# ---- req_initiator ----
**src/rtl/req_init_pkg.sv**
```systemverilog
// ----------------------------------------------------------------------------
// req_init_pkg
// Shared types and constants for the req/gnt initiator.
//   req_init_state_t : FSM state encoding (IDLE / REQ / GAP)
//   GAP_CNT_W        : width of the inter-request gap counter (GAP_CYC 0..15)
// ----------------------------------------------------------------------------
package req_init_pkg;

    typedef enum logic [1:0] {
        IDLE = 2'd0,
        REQ  = 2'd1,
        GAP  = 2'd2
    } req_init_state_t;

    localparam int GAP_CNT_W = 4;

endpackage

```
**src/rtl/cyc_down_counter.sv**
```systemverilog
// ----------------------------------------------------------------------------
// cyc_down_counter
// Loadable down-counter that saturates at zero.
// Ports:
//   clk, rstn  : clock, asynchronous active-low reset
//   load       : load load_val this cycle (has priority over dec)
//   load_val   : value to load
//   dec        : decrement by one (ignored when already zero)
//   count      : current value
//   zero       : count == 0
//   last       : count == 1, i.e. the next decrement reaches zero
// ----------------------------------------------------------------------------
module cyc_down_counter #(
    parameter int W = 4
) (
    input  logic         clk,
    input  logic         rstn,
    input  logic         load,
    input  logic [W-1:0] load_val,
    input  logic         dec,
    output logic [W-1:0] count,
    output logic         zero,
    output logic         last
);

    // Saturating at zero means the counter can never wrap.
    always_ff @(posedge clk or negedge rstn) begin
        if (!rstn) begin
            count <= '0;
        end else if (load) begin
            count <= load_val;
        end else if (dec && (count != '0)) begin
            count <= count - W'(1);
        end
    end

    assign zero = (count == '0);
    assign last = (count == W'(1));

endmodule

```
**src/rtl/req_initiator.sv**
```systemverilog
// ----------------------------------------------------------------------------
// req_initiator
// Initiator side of a single-wire req/gnt handshake. Takes a command from a
// valid/ready port, raises req with the latched payload, waits for a
// qualified grant, pulses done, then idles GAP_CYC cycles before the next
// accept.
// Optional feature macro: REQ_TIMEOUT_EN -- when defined, a request that is
// not granted within TIMEOUT_CYC cycles is aborted (done with done_err=1).
// Ports:
//   clk, rstn  : clock, asynchronous active-low reset
//   cmd_valid  : upstream command present
//   cmd_data   : command payload
//   cmd_ready  : block accepts a command this cycle (IDLE)
//   req        : registered request to the responder
//   req_data   : latched payload, stable while req is high
//   gnt        : grant from the responder
//   done       : one-cycle completion pulse
//   done_err   : qualifies done, 1 = aborted by timeout
//   busy       : state is not IDLE
// ----------------------------------------------------------------------------
module req_initiator
    import req_init_pkg::*;
#(
    parameter int CMD_W       = 8,
    parameter int GAP_CYC     = 1,
    parameter int TIMEOUT_CYC = 16
) (
    input  logic             clk,
    input  logic             rstn,
    input  logic             cmd_valid,
    input  logic [CMD_W-1:0] cmd_data,
    output logic             cmd_ready,
    output logic             req,
    output logic [CMD_W-1:0] req_data,
    input  logic             gnt,
    output logic             done,
    output logic             done_err,
    output logic             busy
);

    req_init_state_t state, next_state;

    logic accept;
    logic qual;
    logic grant;
    logic timeout_hit;
    logic finish;

    logic [GAP_CNT_W-1:0] gap_count;
    logic                 gap_zero;
    logic                 gap_last;

    assign cmd_ready = (state == IDLE);
    assign busy      = (state != IDLE);
    assign accept    = cmd_ready && cmd_valid;

    // gnt only counts once req has been high a full cycle, so a grant still
    // lingering from the previous transaction cannot complete this one.
    assign grant  = (state == REQ) && qual && gnt;
    assign finish = grant || timeout_hit;

`ifdef REQ_TIMEOUT_EN
    localparam int TO_W = $clog2(TIMEOUT_CYC + 1);

    logic [TO_W-1:0] to_count;
    logic            to_zero;
    logic            to_last;
    logic            done_err_r;

    // Loaded at accept and stepped every ungranted REQ cycle; abort fires on
    // the edge where it would hit zero, giving exactly TIMEOUT_CYC cycles of req.
    cyc_down_counter #(.W(TO_W)) u_timeout (
        .clk      (clk),
        .rstn     (rstn),
        .load     (accept),
        .load_val (TO_W'(TIMEOUT_CYC)),
        .dec      ((state == REQ) && !grant),
        .count    (to_count),
        .zero     (to_zero),
        .last     (to_last)
    );

    // A grant on the same edge as the timeout wins.
    assign timeout_hit = (state == REQ) && !grant && (to_last || to_zero);

    always_ff @(posedge clk or negedge rstn) begin
        if (!rstn) begin
            done_err_r <= 1'b0;
        end else begin
            done_err_r <= timeout_hit;
        end
    end

    assign done_err = done_err_r;
`else
    localparam int unused_timeout_cyc = TIMEOUT_CYC;

    assign timeout_hit = 1'b0;
    assign done_err    = 1'b0;
`endif

    // Gap counter: loaded when REQ ends, counts down while in GAP.
    cyc_down_counter #(.W(GAP_CNT_W)) u_gap (
        .clk      (clk),
        .rstn     (rstn),
        .load     (finish),
        .load_val (GAP_CNT_W'(GAP_CYC)),
        .dec      (state == GAP),
        .count    (gap_count),
        .zero     (gap_zero),
        .last     (gap_last)
    );

    always_ff @(posedge clk or negedge rstn) begin
        if (!rstn) begin
            state <= IDLE;
        end else begin
            state <= next_state;
        end
    end

    always_comb begin
        next_state = state;
        case (state)
            IDLE: if (accept) next_state = REQ;
            REQ:  if (finish) next_state = (GAP_CYC == 0) ? IDLE : GAP;
            GAP:  if (gap_last || gap_zero) next_state = IDLE;
            default: next_state = IDLE;
        endcase
    end

    // req, payload, qualifier and done pulse. qual is cleared in the accept
    // cycle and becomes 1 after the first REQ cycle.
    always_ff @(posedge clk or negedge rstn) begin
        if (!rstn) begin
            req      <= 1'b0;
            req_data <= '0;
            qual     <= 1'b0;
            done     <= 1'b0;
        end else begin
            done <= finish;
            qual <= (state == REQ) && !finish;
            if (accept) begin
                req      <= 1'b1;
                req_data <= cmd_data;
            end else if (finish) begin
                req <= 1'b0;
            end
        end
    end

endmodule

```
**config.mk**
```make
export PLATFORM = sky130hd
export DESIGN_NAME = req_initiator
export DESIGN_NICKNAME = d
export VERILOG_FILES = /design/src/rtl/req_init_pkg.sv /design/src/rtl/cyc_down_counter.sv /design/src/rtl/req_initiator.sv
export SDC_FILE = /design/constraint.sdc
export NUM_CORES = 1
export LEC_CHECK = 0
export CORE_UTILIZATION = 48
export CTS_BUF_LIST = sky130_fd_sc_hd__clkbuf_8 sky130_fd_sc_hd__clkbuf_16
export DETAILED_ROUTE_END_ITERATION = 8
export GPL_TIMING_DRIVEN = 0
export PLACE_DENSITY_LB_ADDON = 0.1
export RECOVER_POWER = 50
export SETUP_SLACK_MARGIN = 0.2
export SLEW_MARGIN = 25
export SYNTH_ARGS = -nofsm -noshare
export SYNTH_HDL_FRONTEND = slang
export SYNTH_HIERARCHICAL = 1
export SYNTH_SLANG_ARGS = --single-unit
```
**constraint.sdc**
```tcl
create_clock -name clk -period 5.3 [get_ports clk]
set_clock_uncertainty 0.1 [all_clocks]
set_input_delay 1.06 -clock clk [delete_from_list [all_inputs] [get_ports clk]]
set_output_delay 1.06 -clock clk [all_outputs]
set_load 0.01 [all_outputs]
```
# ---- valid_counter ----
===== src/rtl/valid_counter.sv =====
// valid_counter: up-counter that advances on each cycle with valid high, rolling over after MAX_COUNT.
// Latency: one cycle from valid at an edge to count/wrap updating; at_max is a combinational decode of count.
// Backpressure: none; valid is a pure count enable and may have gaps of any length.
// Optional build macro COUNTER_SATURATE_EN: hold at MAX_COUNT instead of wrapping (wrap stays 0).
module valid_counter #(
    parameter int              WIDTH     = 8,
    parameter logic [WIDTH-1:0] MAX_COUNT = '1
) (
    input  logic             clk,
    input  logic             rst,
    input  logic             valid,
    output logic [WIDTH-1:0] count,
    output logic             wrap,
    output logic             at_max
);

    // Terminal decode is purely from the registered count, so it is not gated by valid.
    assign at_max = (count == MAX_COUNT);

    // Count register and wrap pulse: reset first, then valid, otherwise hold.
    always_ff @(posedge clk) begin
        if (rst) begin
            count <= '0;
            wrap  <= 1'b0;
        end else if (valid) begin
            if (at_max) begin
`ifdef COUNTER_SATURATE_EN
                // Saturating build: stick at the terminal value until reset.
                count <= count;
                wrap  <= 1'b0;
`else
                // Wrapping build: roll back to zero and flag it for one cycle.
                count <= '0;
                wrap  <= 1'b1;
`endif
            end else begin
                count <= count + 1'b1;
                wrap  <= 1'b0;
            end
        end else begin
            wrap <= 1'b0;
        end
    end

endmodule


===== config.mk =====
export PLATFORM = sky130hd
export DESIGN_NAME = valid_counter
export DESIGN_NICKNAME = d
export VERILOG_FILES = /design/src/rtl/valid_counter.sv
export SDC_FILE = /design/constraint.sdc
export NUM_CORES = 1
export LEC_CHECK = 0
export CORE_AREA = 8 8 45 47
export CTS_BUF_LIST = sky130_fd_sc_hd__clkbuf_8
export DETAILED_ROUTE_END_ITERATION = 12
export DIE_AREA = 0 0 53 55
export GPL_ROUTABILITY_DRIVEN = 1
export PLACE_DENSITY_LB_ADDON = 0.08
export SYNTH_ARGS = -nofsm -noshare
export SYNTH_HDL_FRONTEND = slang
export SYNTH_SLANG_ARGS = --single-unit

===== constraint.sdc =====
create_clock -name clk -period 1.15 [get_ports clk]
set_input_delay 0.345 -clock clk [delete_from_list [all_inputs] [get_ports clk]]
set_output_delay 0.345 -clock clk [all_outputs]
set_load 0.005 [all_outputs]


## Gallery

Cell density map.
shot_01.png
The die is cut into 9 by 9 equal tiles; white is low, dark blue is high, 0 to 100% covered.
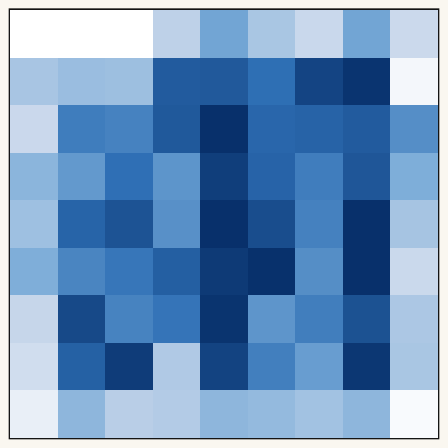
shot_02.png
The die is cut into 11 by 11 equal tiles; white is low, dark blue is high, 0 to 100% covered.
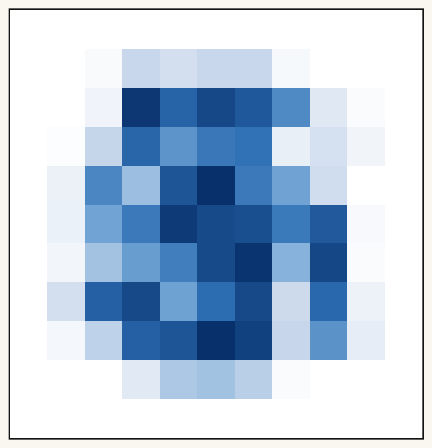
req_initiator -> shot_01.png
valid_counter -> shot_02.png
- highest utilization: shot_01.png

**valid_counter: cell sizes after repair**

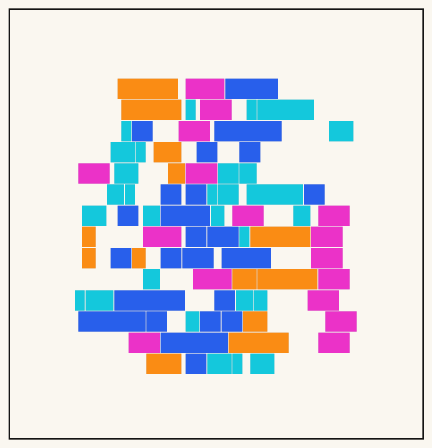
colour	size	cells
cyan	_0 and _1 cells	29
magenta	_6 and larger	16
orange	_2 cells	13
blue	_3 and _4 cells	24

==> changes_impl.md, valid_counter <==
### Implementation results

- Grt ovf: 0
- Startpoint of the worst setup timing path: count[1]$_SDFFE_PP0P_
- Worst Hold Margin: slightly below 0.6 ns
- Count of flip-flops with a built-in enable after synthesis: 0
- Slack of the critical path: -0.201 ns
- Most area-consuming cells after synthesis: dfxtp_1 (45%), xor2_1 (6.5%), nand4_1 (4.7%)
- Maximum operating frequency: approximately 740 MHz
- Remaining design rule violation count: 0
- Placeable Area: 1380 sq um
- Fin cells: between 90 and 100
- Clock network power share: 0.446
- Global-route met2 utilization: 0.166
- Failing checks: negative setup slack
- Nature of the critical path endpoint: output port
- Synthesized registers: 9
- Sum of internal, switching and leakage power: 800 uW
- Most numerous logic cell after layout: buf_4
- Growth of design area from synthesis to finish: 115%
- Worst slew margin relative to its limit: 0.839
- Power Density: about 930 nW/um^2
- Largest delay contributor family on the critical path: flip-flops
- Mean number of vias per cell: 4.96
- Synthesized instance count: roughly 45
- Final setup violation count: 9
- Path length in cells of the critical path: 4
- Sinks on Clock Net: 9
- Max-cap violations: 0
- Post-synth area from yosys stat: between 400 and 500 sq um
- Estimated wirelength of the detail-placed design: between 800 and 900 um
- Die extent in x: ~53 um
- Yosys stat cell total: about 45
- Worst setup slack after placement: -0.523 ns
- Worst setup path class: reg2out
- Number of CTS-inserted buffers: 3
- Switching Power: roughly 180 uW
- Worst path arrival time: 1.01 ns
- Worst Reg2Reg Path Length in Cells: 5
- Init Core Util: 0.290
- Unrepaired setup endpoints after global routing: yes
- Number of placed cells counting well taps: between 80 and 90
- Type of origin of the critical path: register
- Routed wire length: 1330 um
- Clock latency at the later pin of the worst-skew pair: 0.23 ns
- Final critical-path share of the clock period: 1.17
- Power of the sequential group: around 330 uW
- Outcome: finished with violations
- Share of cells above drive strength 1: 0.646
[valid_counter: state kept, by name, summed over array words and instances, names as in the netlist]
name and flops:
count 8, wrap 1
[valid_counter: logic make-up (layout without fill, tap and decap cells)]
| family | count (synthesis) | count (layout) | share of synthesized area |
|---|---|---|---|
| multiplexers | 1 | 1 | 0.0249 |
| XOR/XNOR | 3 | 3 | 0.0654 |
| buffers and inverters | 1 | 38 | 0.00934 |
| adder cells (fa/ha/maj) | 1 | 1 | 0.0311 |
| AND/OR/NAND/NOR | 22 | 22 | 0.302 |
| flip-flops | 9 | 9 | 0.449 |
| AND-OR/OR-AND | 8 | 8 | 0.118 |
[valid_counter: what timing repair did]
action | in CTS | in global routing
pin swaps | 9 | 10
gates resized | 51 | 18
cloned | 0 | 0
buffers inserted | 4 | 4
setup endpoints to repair | 17 | 15
[valid_counter: final cells by class]
class | instances | area, sq um | area share
well taps | 16 | 20.0 | 0.0232
clock inverters | 1 | 3.75 | 0.00434
multi-input cells | 35 | 305 | 0.353
flip-flops and latches | 9 | 194 | 0.224
clock buffers | 3 | 41.3 | 0.0478
repair buffers | 34 | 300 | 0.347
**req_initiator: cell sizes after repair**

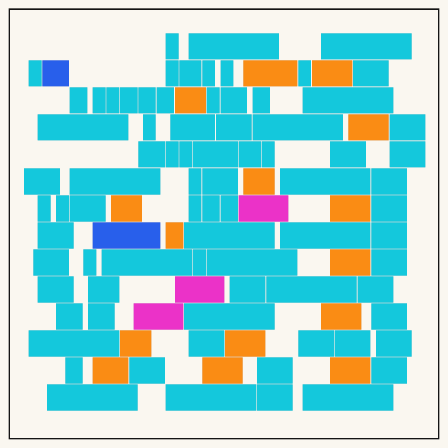
colour	size	cells
blue	_3 and _4 cells	2
magenta	_6 and larger	3
orange	_2 cells	15
cyan	_0 and _1 cells	79

==> changes_impl.md, req_initiator <==
### Implementation results

- Buffers plus inverters on the worst setup path: 2
- Combinational Gates: 48
- Worst setup slack after placement: between 2 and 3 ns
- Mean number of vias per cell: just over 5
- Buffer count from post-CTS setup fixing: 0
- Terminus of the critical flop-to-flop path: u_gap/count[3]$_DFFE_PN0P_
- Outcome: completed
- Grt ovf: 0
- Number of resized instances in the post-cts repair step: 0
- Tightest Pin Transition: about 0.74 ns
- Vias in the first global route: approximately 500
- Post-synth top flop: dfrtp_1
- Tap cell count: 16
- Synthesized instance count: just under 70
- Worst Hold Margin: just under 0.4 ns
- Non-clock inverters: 5
- Synthesized registers: 17
- Antenna diode instance count: 0
- Maximum operating frequency: ~380 MHz
- Post-synth area from yosys stat: about 810 sq um
- Sink of the worst hold path: qual$_DFF_PN0_
- Total number of vias: roughly 590
- Worst slew margin relative to its limit: 0.503
- Tally of nets with antenna violations remaining after routing: 0
- Unrepaired setup endpoints after global routing: no
[req_initiator: cells in the final DEF, fill, tap and decap left out, drive strengths merged, types with 3 or more instances in the layout]
| cell | n |
|---|---|
| nor2 | 4 |
| clkbuf | 4 |
| conb | 5 |
| dfrtp | 17 |
| mux2 | 8 |
| nand2 | 4 |
| o21ai | 3 |
| clkdlybuf4s50 | 21 |
| inv | 6 |
| a21oi | 4 |
[req_initiator: report_power, final]
part	total, uW	switching [uW]	internal (uW)
logic	288	114	174
clock network	91.6	40.4	51.2
registers	234	41.0	193
[req_initiator: flip-flops by register name (all words and copies together) (netlist names)]
register     cells
req              1
state            2
done             1
req_data         8
u_gap/count      4
qual             1
[req_initiator: cells by family after synthesis]
family,synth area share
AOI/OAI and AO/OA,0.113
buffers and inverters,0.0386
adders and majority gates,0.0309
and+or+nand+nor,0.173
muxes,0.111
DFF,0.525
other,0.00926
[req_initiator: routing by layer]
layer	GRT usage	share of wire	up-vias	routed length, um
met4	0.0909	0.014	0	18
met1	0.197	0.45	270	595
met2	0.242	0.45	20	597
met5	0	0	-	0
met3	0.0681	0.077	2	101
li1	-	-	294	-


==> layout pictures side by side <==
Ports around the boundary.
picture 1
Scale bar: 10 um. Pins as bars across the die edge, other pins in grey.
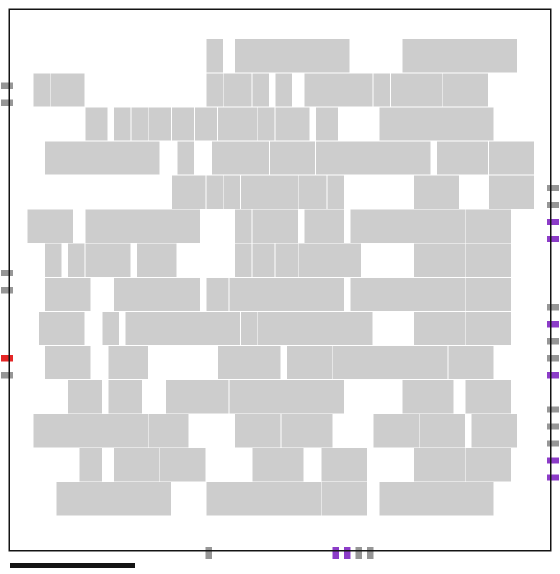
picture 2
Scale bar: 20 um. Pins as bars across the die edge, other pins in grey.
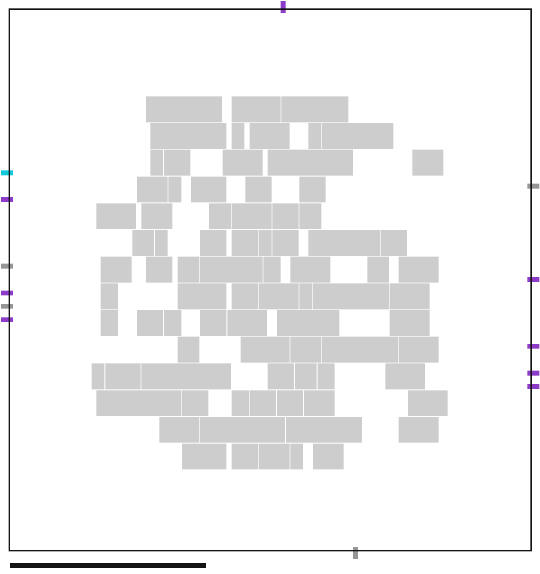
For req_initiator, see picture 1.
For valid_counter, see picture 2.
- largest die: picture 2
- most pins: picture 1

Key to picture 1:
colour	port	pins	direction	edge
purple	cmd_data	8	input	6 right, 2 bottom
red	cmd_valid	1	input	left

Power is estimated from default activity; no workload was simulated.
